==================== fifo_umbrales_flat
==> src/rtl/fifo_umbrales_if.sv <==
// Lane FIFO bus: producer/consumer handshake, live thresholds and status flags.
// The master drives writes, reads and thresholds; the slave (the FIFO) drives data and status.
interface fifo_umbrales_if #(
    parameter int DATA_W = 6,
    parameter int ADDR_W = 3
);
    logic              push;
    logic              pop;
    logic [DATA_W-1:0] data_in;
    logic [ADDR_W-1:0] umbral_alto;
    logic [ADDR_W-1:0] umbral_bajo;
    logic [DATA_W-1:0] data_out;
    logic              valid_out;
    logic              fifo_empty;
    logic              fifo_full;
    logic              almost_full;
    logic              almost_empty;
    logic              error;

    modport master (
        output push, pop, data_in, umbral_alto, umbral_bajo,
        input  data_out, valid_out, fifo_empty, fifo_full,
               almost_full, almost_empty, error
    );

    modport slave (
        input  push, pop, data_in, umbral_alto, umbral_bajo,
        output data_out, valid_out, fifo_empty, fifo_full,
               almost_full, almost_empty, error
    );
endinterface

==> src/rtl/fifo_umbrales.sv <==
// Synchronous lane FIFO with programmable almost-full / almost-empty thresholds.
// Flags are decoded from the registered occupancy count against the live thresholds,
// so a threshold change is visible in the same cycle. Reads have one cycle of latency.
module fifo_umbrales #(
    parameter int DATA_W = 6,
    parameter int ADDR_W = 3
) (
    input  logic             clk,
    input  logic             reset,
    fifo_umbrales_if.slave   bus
);
    localparam int              DEPTH     = 1 << ADDR_W;
    localparam logic [ADDR_W:0] DEPTH_CNT = (ADDR_W + 1)'(DEPTH);

    logic [ADDR_W-1:0] wr_ptr_q, wr_ptr_d;
    logic [ADDR_W-1:0] rd_ptr_q, rd_ptr_d;
    logic [ADDR_W:0]   count_q, count_d;
    logic [DATA_W-1:0] data_out_q;
    logic              valid_q, valid_d;
    logic              error_q, error_d;
    logic [DATA_W-1:0] mem_q [DEPTH];

    logic is_empty, is_full;
    logic push_ok, pop_ok;
    logic overflow, underflow;

    // Status decode straight from the registered count.
    assign is_empty = (count_q == '0);
    assign is_full  = (count_q == DEPTH_CNT);

    // Acceptance rules: a full FIFO still takes a push when a pop frees the head
    // slot in the same cycle; an empty FIFO never serves a pop (no write-to-read bypass).
    assign push_ok   = bus.push && (!is_full || bus.pop);
    assign pop_ok    = bus.pop && !is_empty;
    assign overflow  = bus.push && is_full && !bus.pop;
    assign underflow = bus.pop && is_empty;

    // Next-state for pointers, count, read-valid and the sticky error flag.
    always_comb begin
        wr_ptr_d = wr_ptr_q;
        rd_ptr_d = rd_ptr_q;
        count_d  = count_q;
        valid_d  = pop_ok;
        error_d  = error_q | overflow | underflow;
        if (push_ok) begin
            wr_ptr_d = wr_ptr_q + 1'b1;
        end
        if (pop_ok) begin
            rd_ptr_d = rd_ptr_q + 1'b1;
        end
        case ({push_ok, pop_ok})
            2'b10:   count_d = count_q + 1'b1;
            2'b01:   count_d = count_q - 1'b1;
            default: count_d = count_q;
        endcase
    end

    // Control state; asynchronous reset clears everything immediately.
    always_ff @(posedge clk or posedge reset) begin
        if (reset) begin
            wr_ptr_q <= '0;
            rd_ptr_q <= '0;
            count_q  <= '0;
            valid_q  <= 1'b0;
            error_q  <= 1'b0;
        end else begin
            wr_ptr_q <= wr_ptr_d;
            rd_ptr_q <= rd_ptr_d;
            count_q  <= count_d;
            valid_q  <= valid_d;
            error_q  <= error_d;
        end
    end

    // Storage array: no reset so it maps onto RAM; contents are don't-care after reset.
    always_ff @(posedge clk) begin
        if (push_ok) begin
            mem_q[wr_ptr_q] <= bus.data_in;
        end
    end

    // Registered read port; on push+pop while full the old head is read because
    // the write into the same slot only lands at this edge. Holds when idle.
    always_ff @(posedge clk or posedge reset) begin
        if (reset) begin
            data_out_q <= '0;
        end else if (pop_ok) begin
            data_out_q <= mem_q[rd_ptr_q];
        end
    end

    // Output drive.
    assign bus.data_out     = data_out_q;
    assign bus.valid_out    = valid_q;
    assign bus.error        = error_q;
    assign bus.fifo_empty   = is_empty;
    assign bus.fifo_full    = is_full;
    assign bus.almost_full  = (count_q >= {1'b0, bus.umbral_alto});
    assign bus.almost_empty = (count_q <= {1'b0, bus.umbral_bajo});
endmodule

==> src/flat_wrapper.sv <==
// flat-port wrapper written by rule: the top's interface ports become plain ports
module fifo_umbrales_flat 
#(
    parameter int DATA_W = 6,
    parameter int ADDR_W = 3
)
  (clk, reset, bus_push, bus_pop, bus_data_in, bus_umbral_alto, bus_umbral_bajo, bus_data_out, bus_valid_out, bus_fifo_empty, bus_fifo_full, bus_almost_full, bus_almost_empty, bus_error);
  fifo_umbrales_if #(.DATA_W(DATA_W), .ADDR_W(ADDR_W)) bus_i ();
  input  logic clk;
  input  logic reset;
  input wire logic [$bits(bus_i.push)-1:0] bus_push;
  input wire logic [$bits(bus_i.pop)-1:0] bus_pop;
  input wire logic [$bits(bus_i.data_in)-1:0] bus_data_in;
  input wire logic [$bits(bus_i.umbral_alto)-1:0] bus_umbral_alto;
  input wire logic [$bits(bus_i.umbral_bajo)-1:0] bus_umbral_bajo;
  output wire logic [$bits(bus_i.data_out)-1:0] bus_data_out;
  output wire logic [$bits(bus_i.valid_out)-1:0] bus_valid_out;
  output wire logic [$bits(bus_i.fifo_empty)-1:0] bus_fifo_empty;
  output wire logic [$bits(bus_i.fifo_full)-1:0] bus_fifo_full;
  output wire logic [$bits(bus_i.almost_full)-1:0] bus_almost_full;
  output wire logic [$bits(bus_i.almost_empty)-1:0] bus_almost_empty;
  output wire logic [$bits(bus_i.error)-1:0] bus_error;
  assign bus_i.push = bus_push;
  assign bus_i.pop = bus_pop;
  assign bus_i.data_in = bus_data_in;
  assign bus_i.umbral_alto = bus_umbral_alto;
  assign bus_i.umbral_bajo = bus_umbral_bajo;
  assign bus_data_out = bus_i.data_out;
  assign bus_valid_out = bus_i.valid_out;
  assign bus_fifo_empty = bus_i.fifo_empty;
  assign bus_fifo_full = bus_i.fifo_full;
  assign bus_almost_full = bus_i.almost_full;
  assign bus_almost_empty = bus_i.almost_empty;
  assign bus_error = bus_i.error;
  fifo_umbrales #(.DATA_W(DATA_W), .ADDR_W(ADDR_W)) u_core (.clk(clk), .reset(reset), .bus(bus_i));
endmodule
==> config.mk <==
export PLATFORM = sky130hd
export DESIGN_NAME = fifo_umbrales_flat
export DESIGN_NICKNAME = d
export VERILOG_FILES = /design/src/rtl/fifo_umbrales_if.sv /design/src/rtl/fifo_umbrales.sv /design/src/flat_wrapper.sv
export SDC_FILE = /design/constraint.sdc
export NUM_CORES = 1
export LEC_CHECK = 0
export ABC_CLOCK_PERIOD_IN_PS = 3780
export CELL_PAD_IN_SITES_DETAIL_PLACEMENT = 0
export CELL_PAD_IN_SITES_GLOBAL_PLACEMENT = 2
export CORE_ASPECT_RATIO = 0.75
export CORE_UTILIZATION = 44
export DETAILED_ROUTE_END_ITERATION = 7
export PLACE_DENSITY = 0.95
export SYNTH_ARGS = -nofsm -noshare
export SYNTH_HDL_FRONTEND = slang
export SYNTH_SLANG_ARGS = --single-unit
==> constraint.sdc <==
create_clock -name clk -period 3.78 [get_ports clk]
set_input_delay 0.378 -clock clk [delete_from_list [all_inputs] [get_ports clk]]
set_output_delay 0.378 -clock clk [all_outputs]
set_load 0.01 [all_outputs]
==================== gesummv_row_feeder_flat
--- config.mk ---
export PLATFORM = sky130hd
export DESIGN_NAME = gesummv_row_feeder_flat
export DESIGN_NICKNAME = d
export VERILOG_FILES = /design/src/rtl/gesummv_row_feeder_if.sv /design/src/rtl/gesummv_row_feeder.sv /design/src/flat_wrapper.sv
export SDC_FILE = /design/constraint.sdc
export NUM_CORES = 1
export LEC_CHECK = 0
export ABC_CLOCK_PERIOD_IN_PS = 2650
export CAP_MARGIN = 20
export CORE_ASPECT_RATIO = 1.25
export CORE_MARGIN = 2
export CORE_UTILIZATION = 36
export DETAILED_ROUTE_END_ITERATION = 7
export DONT_BUFFER_PORTS = 1
export PLACE_DENSITY = 0.6
export SLEW_MARGIN = 20
export SYNTH_ARGS = -nofsm -noshare
export SYNTH_HDL_FRONTEND = slang
export SYNTH_SLANG_ARGS = --single-unit
--- constraint.sdc ---
create_clock -name clk -period 2.65 [get_ports clk]
set_input_delay 0.265 -clock clk [delete_from_list [all_inputs] [get_ports clk]]
set_output_delay 0.265 -clock clk [all_outputs]
set_load 0.005 [all_outputs]
--- src/rtl/gesummv_row_feeder_if.sv ---
// Host/consumer-facing bundle for gesummv_row_feeder: operand write port,
// start strobe, and the packed row stream with its valid/ready handshake.
interface gesummv_row_feeder_if;
    logic        wr_en;
    logic [1:0]  wr_sel;
    logic [3:0]  wr_row;
    logic [15:0] wr_data;
    logic        start;
    logic        out_ready;

    logic        out_valid;
    logic [15:0] A;
    logic [15:0] B;
    logic [15:0] X;
    logic [3:0]  c;
    logic [3:0]  v;
    logic [3:0]  out_row;
    logic        busy;
    logic        done;

    modport master (
        output wr_en, wr_sel, wr_row, wr_data, start, out_ready,
        input  out_valid, A, B, X, c, v, out_row, busy, done
    );

    modport slave (
        input  wr_en, wr_sel, wr_row, wr_data, start, out_ready,
        output out_valid, A, B, X, c, v, out_row, busy, done
    );
endinterface

--- src/rtl/gesummv_row_feeder.sv ---
// GESUMMV operand store and row streamer: holds A, B (ROWS x 4 nibbles), X, c, v
// and replays one packed row per accepted beat. Optional macro: GESUMMV_FEEDER_HOLD_EN.
module gesummv_row_feeder #(
    parameter int ROWS = 4
) (
    input  logic                 clk,
    input  logic                 rst_n,
    gesummv_row_feeder_if.slave  bus
);

    localparam logic [3:0] LAST_ROW = 4'(ROWS - 1);

`ifdef GESUMMV_FEEDER_HOLD_EN
    localparam bit HOLD_EN = 1'b1;
`else
    localparam bit HOLD_EN = 1'b0;
`endif

    typedef enum logic [1:0] {
        IDLE   = 2'd0,
        STREAM = 2'd1,
        DONE   = 2'd2
    } state_t;

    typedef enum logic [1:0] {
        SEL_A   = 2'd0,
        SEL_B   = 2'd1,
        SEL_X   = 2'd2,
        SEL_SCL = 2'd3
    } wr_sel_t;

    state_t state_q;
    state_t state_d;

    // Operand storage
    logic [15:0] a_mem [ROWS];
    logic [15:0] b_mem [ROWS];
    logic [15:0] x_reg;
    logic [3:0]  c_reg;
    logic [3:0]  v_reg;

    // Registered outputs
    logic        valid_q;
    logic        busy_q;
    logic        done_q;
    logic [3:0]  row_q;
    logic [15:0] a_q;
    logic [15:0] b_q;
    logic [15:0] x_q;
    logic [3:0]  c_q;
    logic [3:0]  v_q;

    // Control strobes decoded from the current state
    logic        accept;
    logic        last_beat;
    logic        do_write;
    logic        load_first;
    logic        advance;
    logic        finish;

    logic [3:0]  rd_idx;
    logic [15:0] rd_a;
    logic [15:0] rd_b;

    assign accept    = valid_q & bus.out_ready;
    assign last_beat = (row_q == LAST_ROW);

    // ------------------------------------------------------------------
    // State register
    // ------------------------------------------------------------------
    // NOTE: sequential state uses non-blocking assignments so every flop
    // samples its inputs from before the edge, independent of block order.
    always_ff @(posedge clk or negedge rst_n) begin
        if (!rst_n) begin
            state_q <= IDLE;
        end else begin
            state_q <= state_d;
        end
    end

    // ------------------------------------------------------------------
    // Next-state logic
    // ------------------------------------------------------------------
    // NOTE: every combinational output gets a default before the case so no
    // path leaves it unassigned, which would otherwise infer a latch.
    always_comb begin
        state_d = state_q;
        case (state_q)
            IDLE: begin
                if (!bus.wr_en && bus.start) begin
                    state_d = STREAM;
                end
            end
            STREAM: begin
                if (accept && last_beat) begin
                    state_d = DONE;
                end
            end
            DONE:    state_d = IDLE;
            default: state_d = IDLE;
        endcase
    end

    // ------------------------------------------------------------------
    // Output/control decode
    // ------------------------------------------------------------------
    always_comb begin
        do_write   = 1'b0;
        load_first = 1'b0;
        advance    = 1'b0;
        finish     = 1'b0;
        case (state_q)
            IDLE: begin
                do_write   = bus.wr_en;
                load_first = !bus.wr_en && bus.start;
            end
            STREAM: begin
                advance = accept && !last_beat;
                finish  = accept && last_beat;
            end
            default: begin
            end
        endcase
    end

    // ------------------------------------------------------------------
    // Operand storage; out-of-range row writes match no entry and are dropped
    // ------------------------------------------------------------------
    // NOTE: the operand arrays are deliberately reset: a reset must leave the
    // block streaming zeros, not whatever was loaded before it.
    always_ff @(posedge clk or negedge rst_n) begin
        if (!rst_n) begin
            for (int r = 0; r < ROWS; r++) begin
                a_mem[r] <= '0;
                b_mem[r] <= '0;
            end
            x_reg <= '0;
            c_reg <= '0;
            v_reg <= '0;
        end else if (do_write) begin
            case (wr_sel_t'(bus.wr_sel))
                SEL_A: begin
                    for (int r = 0; r < ROWS; r++) begin
                        if (bus.wr_row == 4'(r)) begin
                            a_mem[r] <= bus.wr_data;
                        end
                    end
                end
                SEL_B: begin
                    for (int r = 0; r < ROWS; r++) begin
                        if (bus.wr_row == 4'(r)) begin
                            b_mem[r] <= bus.wr_data;
                        end
                    end
                end
                SEL_X: x_reg <= bus.wr_data;
                SEL_SCL: begin
                    c_reg <= bus.wr_data[7:4];
                    v_reg <= bus.wr_data[3:0];
                end
                default: begin
                end
            endcase
        end
    end

    // ------------------------------------------------------------------
    // Row read mux: row 0 on the start edge, otherwise the row after the
    // one being accepted
    // ------------------------------------------------------------------
    assign rd_idx = load_first ? 4'd0 : row_q + 4'd1;

    always_comb begin
        rd_a = '0;
        rd_b = '0;
        for (int r = 0; r < ROWS; r++) begin
            if (rd_idx == 4'(r)) begin
                rd_a = a_mem[r];
                rd_b = b_mem[r];
            end
        end
    end

    // ------------------------------------------------------------------
    // Output registers; X, c, v are captured once per stream at start
    // ------------------------------------------------------------------
    always_ff @(posedge clk or negedge rst_n) begin
        if (!rst_n) begin
            valid_q <= 1'b0;
            busy_q  <= 1'b0;
            done_q  <= 1'b0;
            row_q   <= '0;
            a_q     <= '0;
            b_q     <= '0;
            x_q     <= '0;
            c_q     <= '0;
            v_q     <= '0;
        end else begin
            valid_q <= (state_d == STREAM);
            busy_q  <= (state_d != IDLE);
            done_q  <= (state_d == DONE);
            if (load_first) begin
                a_q   <= rd_a;
                b_q   <= rd_b;
                x_q   <= x_reg;
                c_q   <= c_reg;
                v_q   <= v_reg;
                row_q <= '0;
            end else if (advance) begin
                a_q   <= rd_a;
                b_q   <= rd_b;
                row_q <= rd_idx;
            end else if (finish && !HOLD_EN) begin
                // Compute stage samples every clock; zero data yields Y = 0
                a_q <= '0;
                b_q <= '0;
                x_q <= '0;
                c_q <= '0;
                v_q <= '0;
            end
        end
    end

    assign bus.out_valid = valid_q;
    assign bus.busy      = busy_q;
    assign bus.done      = done_q;
    assign bus.out_row   = row_q;
    assign bus.A         = a_q;
    assign bus.B         = b_q;
    assign bus.X         = x_q;
    assign bus.c         = c_q;
    assign bus.v         = v_q;

endmodule

--- src/flat_wrapper.sv ---
// flat-port wrapper written by rule: the top's interface ports become plain ports
module gesummv_row_feeder_flat 
#(
    parameter int ROWS = 4
)
  (clk, rst_n, bus_wr_en, bus_wr_sel, bus_wr_row, bus_wr_data, bus_start, bus_out_ready, bus_out_valid, bus_A, bus_B, bus_X, bus_c, bus_v, bus_out_row, bus_busy, bus_done);
  gesummv_row_feeder_if bus_i ();
  input  logic clk;
  input  logic rst_n;
  input wire logic [$bits(bus_i.wr_en)-1:0] bus_wr_en;
  input wire logic [$bits(bus_i.wr_sel)-1:0] bus_wr_sel;
  input wire logic [$bits(bus_i.wr_row)-1:0] bus_wr_row;
  input wire logic [$bits(bus_i.wr_data)-1:0] bus_wr_data;
  input wire logic [$bits(bus_i.start)-1:0] bus_start;
  input wire logic [$bits(bus_i.out_ready)-1:0] bus_out_ready;
  output wire logic [$bits(bus_i.out_valid)-1:0] bus_out_valid;
  output wire logic [$bits(bus_i.A)-1:0] bus_A;
  output wire logic [$bits(bus_i.B)-1:0] bus_B;
  output wire logic [$bits(bus_i.X)-1:0] bus_X;
  output wire logic [$bits(bus_i.c)-1:0] bus_c;
  output wire logic [$bits(bus_i.v)-1:0] bus_v;
  output wire logic [$bits(bus_i.out_row)-1:0] bus_out_row;
  output wire logic [$bits(bus_i.busy)-1:0] bus_busy;
  output wire logic [$bits(bus_i.done)-1:0] bus_done;
  assign bus_i.wr_en = bus_wr_en;
  assign bus_i.wr_sel = bus_wr_sel;
  assign bus_i.wr_row = bus_wr_row;
  assign bus_i.wr_data = bus_wr_data;
  assign bus_i.start = bus_start;
  assign bus_i.out_ready = bus_out_ready;
  assign bus_out_valid = bus_i.out_valid;
  assign bus_A = bus_i.A;
  assign bus_B = bus_i.B;
  assign bus_X = bus_i.X;
  assign bus_c = bus_i.c;
  assign bus_v = bus_i.v;
  assign bus_out_row = bus_i.out_row;
  assign bus_busy = bus_i.busy;
  assign bus_done = bus_i.done;
  gesummv_row_feeder #(.ROWS(ROWS)) u_core (.clk(clk), .rst_n(rst_n), .bus(bus_i));
endmodule
==================== alu_issue
[src/rtl/alu_issue.sv]
// Issue/handshake controller in front of the ALU: captures one request, pulses ALU_en, waits for
// ALU_vld and holds the result for downstream. Optional WAIT timeout: AXIS_CPU_ALU_TIMEOUT_EN.
module alu_issue #(
   parameter int unsigned TIMEOUT_CYCLES = 64
) (
   input  logic        clk,
   input  logic        rst,
   input  logic        in_vld,
   output logic        in_rdy,
   input  logic [31:0] in_A,
   input  logic [31:0] in_B,
   input  logic [3:0]  in_sel,
   output logic [31:0] A,
   output logic [31:0] B,
   output logic [3:0]  ALU_sel,
   output logic        ALU_en,
   input  logic [31:0] ALU_out,
   input  logic        ALU_vld,
   output logic        ALU_ack,
   input  logic        eq,
   input  logic        gt,
   input  logic        ge,
   input  logic        set,
   output logic        out_vld,
   input  logic        out_rdy,
   output logic [31:0] out_res,
   output logic [3:0]  out_flags,
   output logic        out_err,
   output logic        busy
);

   localparam logic [31:0] ErrRes = 32'h2BADDEAD;

   typedef enum logic [1:0] {StIdle, StIssue, StWait, StHold} state_e;

   if (TIMEOUT_CYCLES < 1) begin : g_bad_timeout
      $error("TIMEOUT_CYCLES must be at least 1");
   end

   state_e      state_q, state_d;
   logic [31:0] a_q, a_d, b_q, b_d, res_q, res_d;
   logic [3:0]  sel_q, sel_d, flags_q, flags_d;
   logic        err_q, err_d, vld_q, busy_q;
   logic        capture;

`ifdef AXIS_CPU_ALU_TIMEOUT_EN
   localparam int unsigned CntW = $clog2(TIMEOUT_CYCLES + 1);
   logic [CntW-1:0] cnt_q, cnt_d;
   logic            timeout;

   assign timeout = (cnt_q == CntW'(TIMEOUT_CYCLES - 1));
`endif

   always_comb begin
      state_d = state_q;
      a_d     = a_q;
      b_d     = b_q;
      sel_d   = sel_q;
      res_d   = res_q;
      flags_d = flags_q;
      err_d   = err_q;
      capture = 1'b0;
`ifdef AXIS_CPU_ALU_TIMEOUT_EN
      cnt_d   = cnt_q;
`endif
      unique case (state_q)
         StIdle: begin
            if (in_vld) capture = 1'b1;
         end
         StIssue: begin
            state_d = StWait;
`ifdef AXIS_CPU_ALU_TIMEOUT_EN
            cnt_d   = '0;
`endif
         end
         StWait: begin
`ifdef AXIS_CPU_ALU_TIMEOUT_EN
            cnt_d = cnt_q + 1'b1;
`endif
            if (ALU_vld) begin
               res_d   = ALU_out;
               flags_d = {set, ge, gt, eq};
               err_d   = 1'b0;
               state_d = StHold;
            end
`ifdef AXIS_CPU_ALU_TIMEOUT_EN
            else if (timeout) begin
               // A late ALU_vld for this op is drained by the unconditional ack.
               res_d   = ErrRes;
               flags_d = '0;
               err_d   = 1'b1;
               state_d = StHold;
            end
`endif
         end
         StHold: begin
            if (out_rdy) begin
               if (in_vld) capture = 1'b1;
               else        state_d = StIdle;
            end
         end
         default: state_d = StIdle;
      endcase

      if (capture) begin
         a_d   = in_A;
         b_d   = in_B;
         sel_d = in_sel;
         if (in_sel <= 4'd10) begin
            state_d = StIssue;
         end else begin
            res_d   = ErrRes;
            flags_d = '0;
            err_d   = 1'b1;
            state_d = StHold;
         end
      end
   end

   always_ff @(posedge clk or negedge rst) begin
      if (!rst) begin
         state_q <= StIdle;
         a_q     <= '0;
         b_q     <= '0;
         sel_q   <= '0;
         res_q   <= '0;
         flags_q <= '0;
         err_q   <= 1'b0;
         vld_q   <= 1'b0;
         busy_q  <= 1'b0;
      end else begin
         state_q <= state_d;
         a_q     <= a_d;
         b_q     <= b_d;
         sel_q   <= sel_d;
         res_q   <= res_d;
         flags_q <= flags_d;
         err_q   <= err_d;
         vld_q   <= (state_d == StHold);
         busy_q  <= (state_d != StIdle);
      end
   end

`ifdef AXIS_CPU_ALU_TIMEOUT_EN
   always_ff @(posedge clk or negedge rst) begin
      if (!rst) cnt_q <= '0;
      else      cnt_q <= cnt_d;
   end
`endif

   // rst gating keeps the combinational outputs at 0 while reset is held.
   assign in_rdy  = rst & ((state_q == StIdle) | ((state_q == StHold) & out_rdy));
   assign ALU_en  = (state_q == StIssue);
   // Acking in every state also drains stale results from ops cut off by reset or timeout.
   assign ALU_ack = rst & ALU_vld;

   assign A         = a_q;
   assign B         = b_q;
   assign ALU_sel   = sel_q;
   assign out_vld   = vld_q;
   assign out_res   = res_q;
   assign out_flags = flags_q;
   assign out_err   = err_q;
   assign busy      = busy_q;

endmodule

[config.mk]
export PLATFORM = sky130hd
export DESIGN_NAME = alu_issue
export DESIGN_NICKNAME = d
export VERILOG_FILES = /design/src/rtl/alu_issue.sv
export SDC_FILE = /design/constraint.sdc
export NUM_CORES = 1
export LEC_CHECK = 0
export CAP_MARGIN = 20
export CORE_MARGIN = 4
export CORE_UTILIZATION = 43
export CTS_CLUSTER_DIAMETER = 200
export CTS_CLUSTER_SIZE = 16
export DETAILED_ROUTE_END_ITERATION = 8
export PLACE_DENSITY = 0.86
export RECOVER_POWER = 25
export SYNTH_ARGS = -nofsm -noshare
export SYNTH_HDL_FRONTEND = slang
export SYNTH_SLANG_ARGS = --single-unit
[constraint.sdc]
create_clock -name clk -period 4.91 [get_ports clk]
set_clock_uncertainty 0.1 [all_clocks]
set_input_delay 0.982 -clock clk [delete_from_list [all_inputs] [get_ports clk]]
set_output_delay 0.982 -clock clk [all_outputs]
set_load 0.02 [all_outputs]
==> gesummv_row_feeder_flat/port_trees.png <==
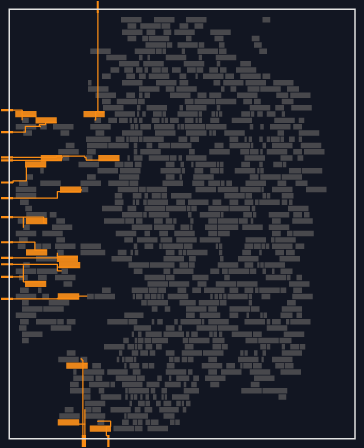
bus_X: in orange, direction output, end cells 16, wire 449 microns.

==> notes.md, gesummv_row_feeder_flat <==
Item: results of the latest flow run.

- The report lists the power per cell area as 1020 nW/um^2.
- In the final report, the number of hold violations comes to 217.
- The power group with the largest share is sequential cells.
- The run finished, with violations left.
- The slowest stage of the critical path is the sky130_fd_sc_hd__dfrtp_1 cell.
- The startpoint of the most critical setup path is u_core.bus.out_row[1]$_DFFE_PN0P_.
- Looking at the gate-level netlist, the highest instance count belongs to sky130_fd_sc_hd__dfrtp_1.
- On the final layout, the worst hold slack is -0.531 ns.
- The number of clock buffers in the layout is 31.
- The fraction of the mapped netlist area in compound gates is 0.127.
- Per the OpenROAD floorplan log, the area of the die is 27,600 sq um.
- In the synthesized netlist the dominant register cell turns out to be sky130_fd_sc_hd__dfrtp_1.
- The worst path required time is 3.07 ns.
- Total power for the finished layout comes to 10.9 mW.
- The via count of the first global-routing pass was 6,282.
- The synthesis run identifies the leading combinational cell family as multiplexers.
- The number of cells on the worst reg-to-reg path is 7.
- The initial antenna violation count is 2.
- The pre-antenna-repair detailed-routing pass consisted of 4 iterations.
- Once detail routing completed, the nets flagged for antenna violations numbered 0.
- The multi-input logic cell count is 431.
- Entering global routing, the biggest net connects 218 pins.
- The final report gives the core utilization as 0.412.
- Across all stage logs, warnings added up to 30.
- The final reports fail on negative hold slack.
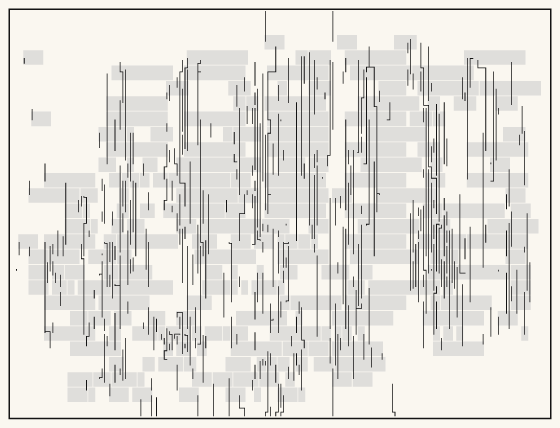
(fifo_umbrales_flat/m2.png)
The wires run mostly vertical. The longest straight run is 30.6 microns. The layer holds 46% of the routed length.

==> notes.md, fifo_umbrales_flat <==
Item: results of the latest flow run.

- The stage delay of the slowest cell on the critical path is 0.52 ns.
- The routed length on met3 is 260 microns.
- After floorplanning, the core was divided into 25 placement rows.
- Per the OpenROAD timing report, the critical path contains 10 cells.
- The cell-mix breakdown from Yosys lists the compound-gate area share as 0.0776.
- At the end of the flow the core is filled with cells to 0.542.
- Using the TritonRoute via totals, the vias-per-cell ratio works out to 5.22.
- The worst register-to-register path has a depth of 10.
- The share of the cycle needed by the critical path after routing is 0.735.
- The worst IR drop on VDD is 0.000334 V.
- The switching component of the power was reported as 0.840 mW.
- The leading cell category by total area is flip-flops and latches.
- The sequential power is 1.12 mW.
- The pre-CTS worst setup slack is 1.00 ns.
- The category of the worst setup path launch point is a flop.
- The run finished with clean final reports.
- The detailed router used layers up to and including met4.
- Checking hold timing, the worst path is listed with class input pin to async pin.
- The dominant synthesized flop cell is sky130_fd_sc_hd__edfxtp_1.
- Per the CTS log, the maximum H-tree level is 3.
- The time the final worst path needs with I/O delays and setup is 2.78 ns.
- Buffers added to address setup during post-CTS repair amount to 0.
- The fraction of cell area in multi-input combinational cells is reported as 0.269.
- The analysis attributes to cell leakage a power of 1.30 nW.
- The post-synthesis cell count from yosys is 197.
- The via count of the first global-routing pass is 1,568.
- The number of instances in the synthesized netlist is 197.
- Yosys reports that the most numerous cell types are 48 x sky130_fd_sc_hd__edfxtp_1, 18 x sky130_fd_sc_hd__dfrtp_1, 13 x sky130_fd_sc_hd__mux2_2, 13 x sky130_fd_sc_hd__mux2i_1, 13 x sky130_fd_sc_hd__nand2_1.
- The number of antenna cells inserted is 0.
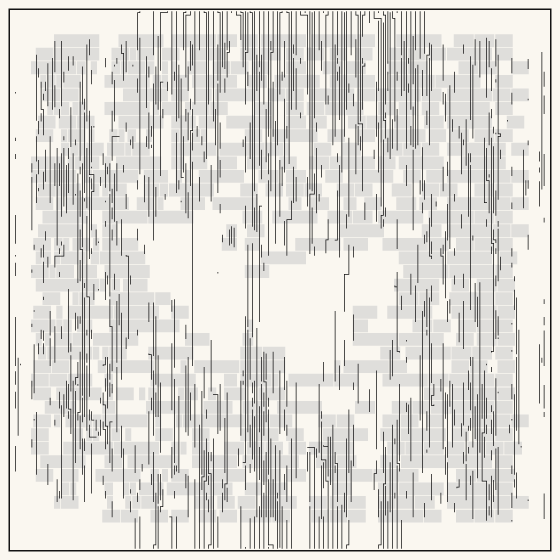
(alu_issue/m2.png)
The wires run mostly vertical. The layer carries 5,980 microns of wire.

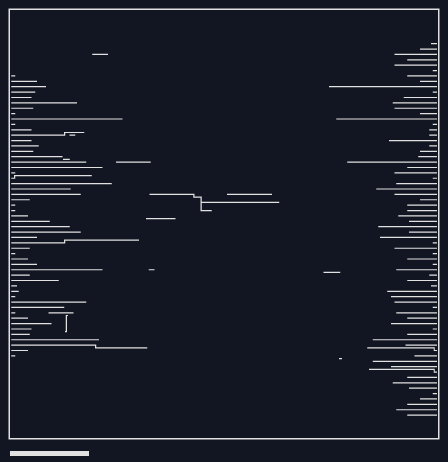
(alu_issue/m3.png)
The bar under the picture is 20 microns long.
The longest straight run is 27.8 microns. The wires run mostly horizontal.
total vias in the final route: 3,307
met3 demand-to-capacity share in global routing: 0.0621
final WL: 11,600 microns

==> notes.md, alu_issue <==
Item: results of the latest flow run.

- The flip-flop and latch area is 2730 sq um.
- With fillers left out, the area of the finished cells amounts to 6760 sq um.
- Looking at the area split, the leading class of cells is flip-flops and latches.
- The sequential fraction of design power is 0.348.
- The final design was reported to hold multi-input combinational gates totalling 206.
- The number of cells on the worst hold path is listed as 2.
- Combinational power for this build is 2.48 mW.
- Looking at the gate-level netlist, the highest instance count belongs to sky130_fd_sc_hd__dfrtp_1.
- TritonCTS reports the number of clock sinks as 109.
- In this run, the synthesized area fraction spent on AND-OR/OR-AND gates is recorded as 0.0360.
- For reference, the final report shows the max-slew violation count at 54.
- Of the total standard cell area in the layout, the multi-input combinational portion is 0.216.
- The dominant delay contributor by cell family on the critical path is buffers and inverters.
- The run finished, with violations left.
- The max-capacitance violation count is 1.
- The checks that failed: max-capacitance violations, max-slew violations.
- Per the power-grid run, VDD falls by no more than 0.000329 V.
- Detailed routing placed a total of 1160 microns of wire on met3.


==> notes/layouts.md <==
Pictures saved along the way, in no particular order.

Placed cells, one color a class.
Fill, decap, tap and diode cells in gray.
picture 1
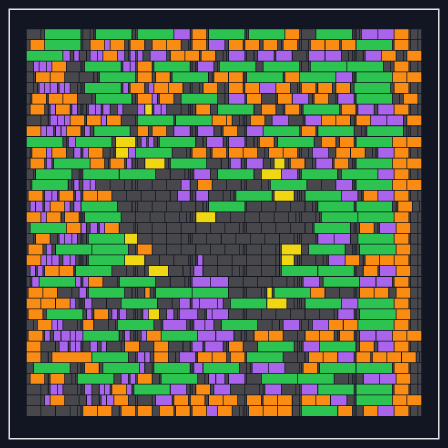
picture 2
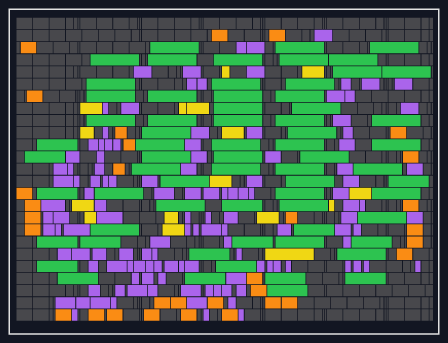
picture 3
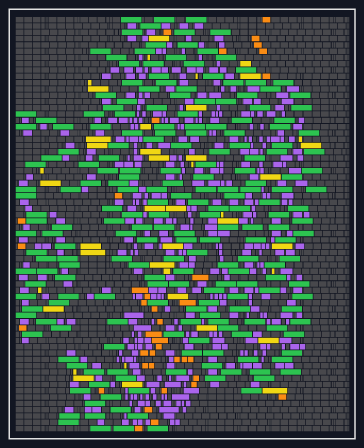
Of these, fewest cells: picture 2
Of these, fewest sequential cells: picture 2
picture 1: alu_issue
picture 2: fifo_umbrales_flat
picture 3: gesummv_row_feeder_flat

Key to picture 1:
clock drivers and dummy loads: in yellow, cells 16, share of their area 2.6%. registers: in green, cells 109, share of their area 41%. remaining buffers and delay cells: in orange, cells 222, share of their area 34%. remaining logic cells: in purple, cells 208, share of their area 22%.

Power is estimated from default activity; no workload was simulated.
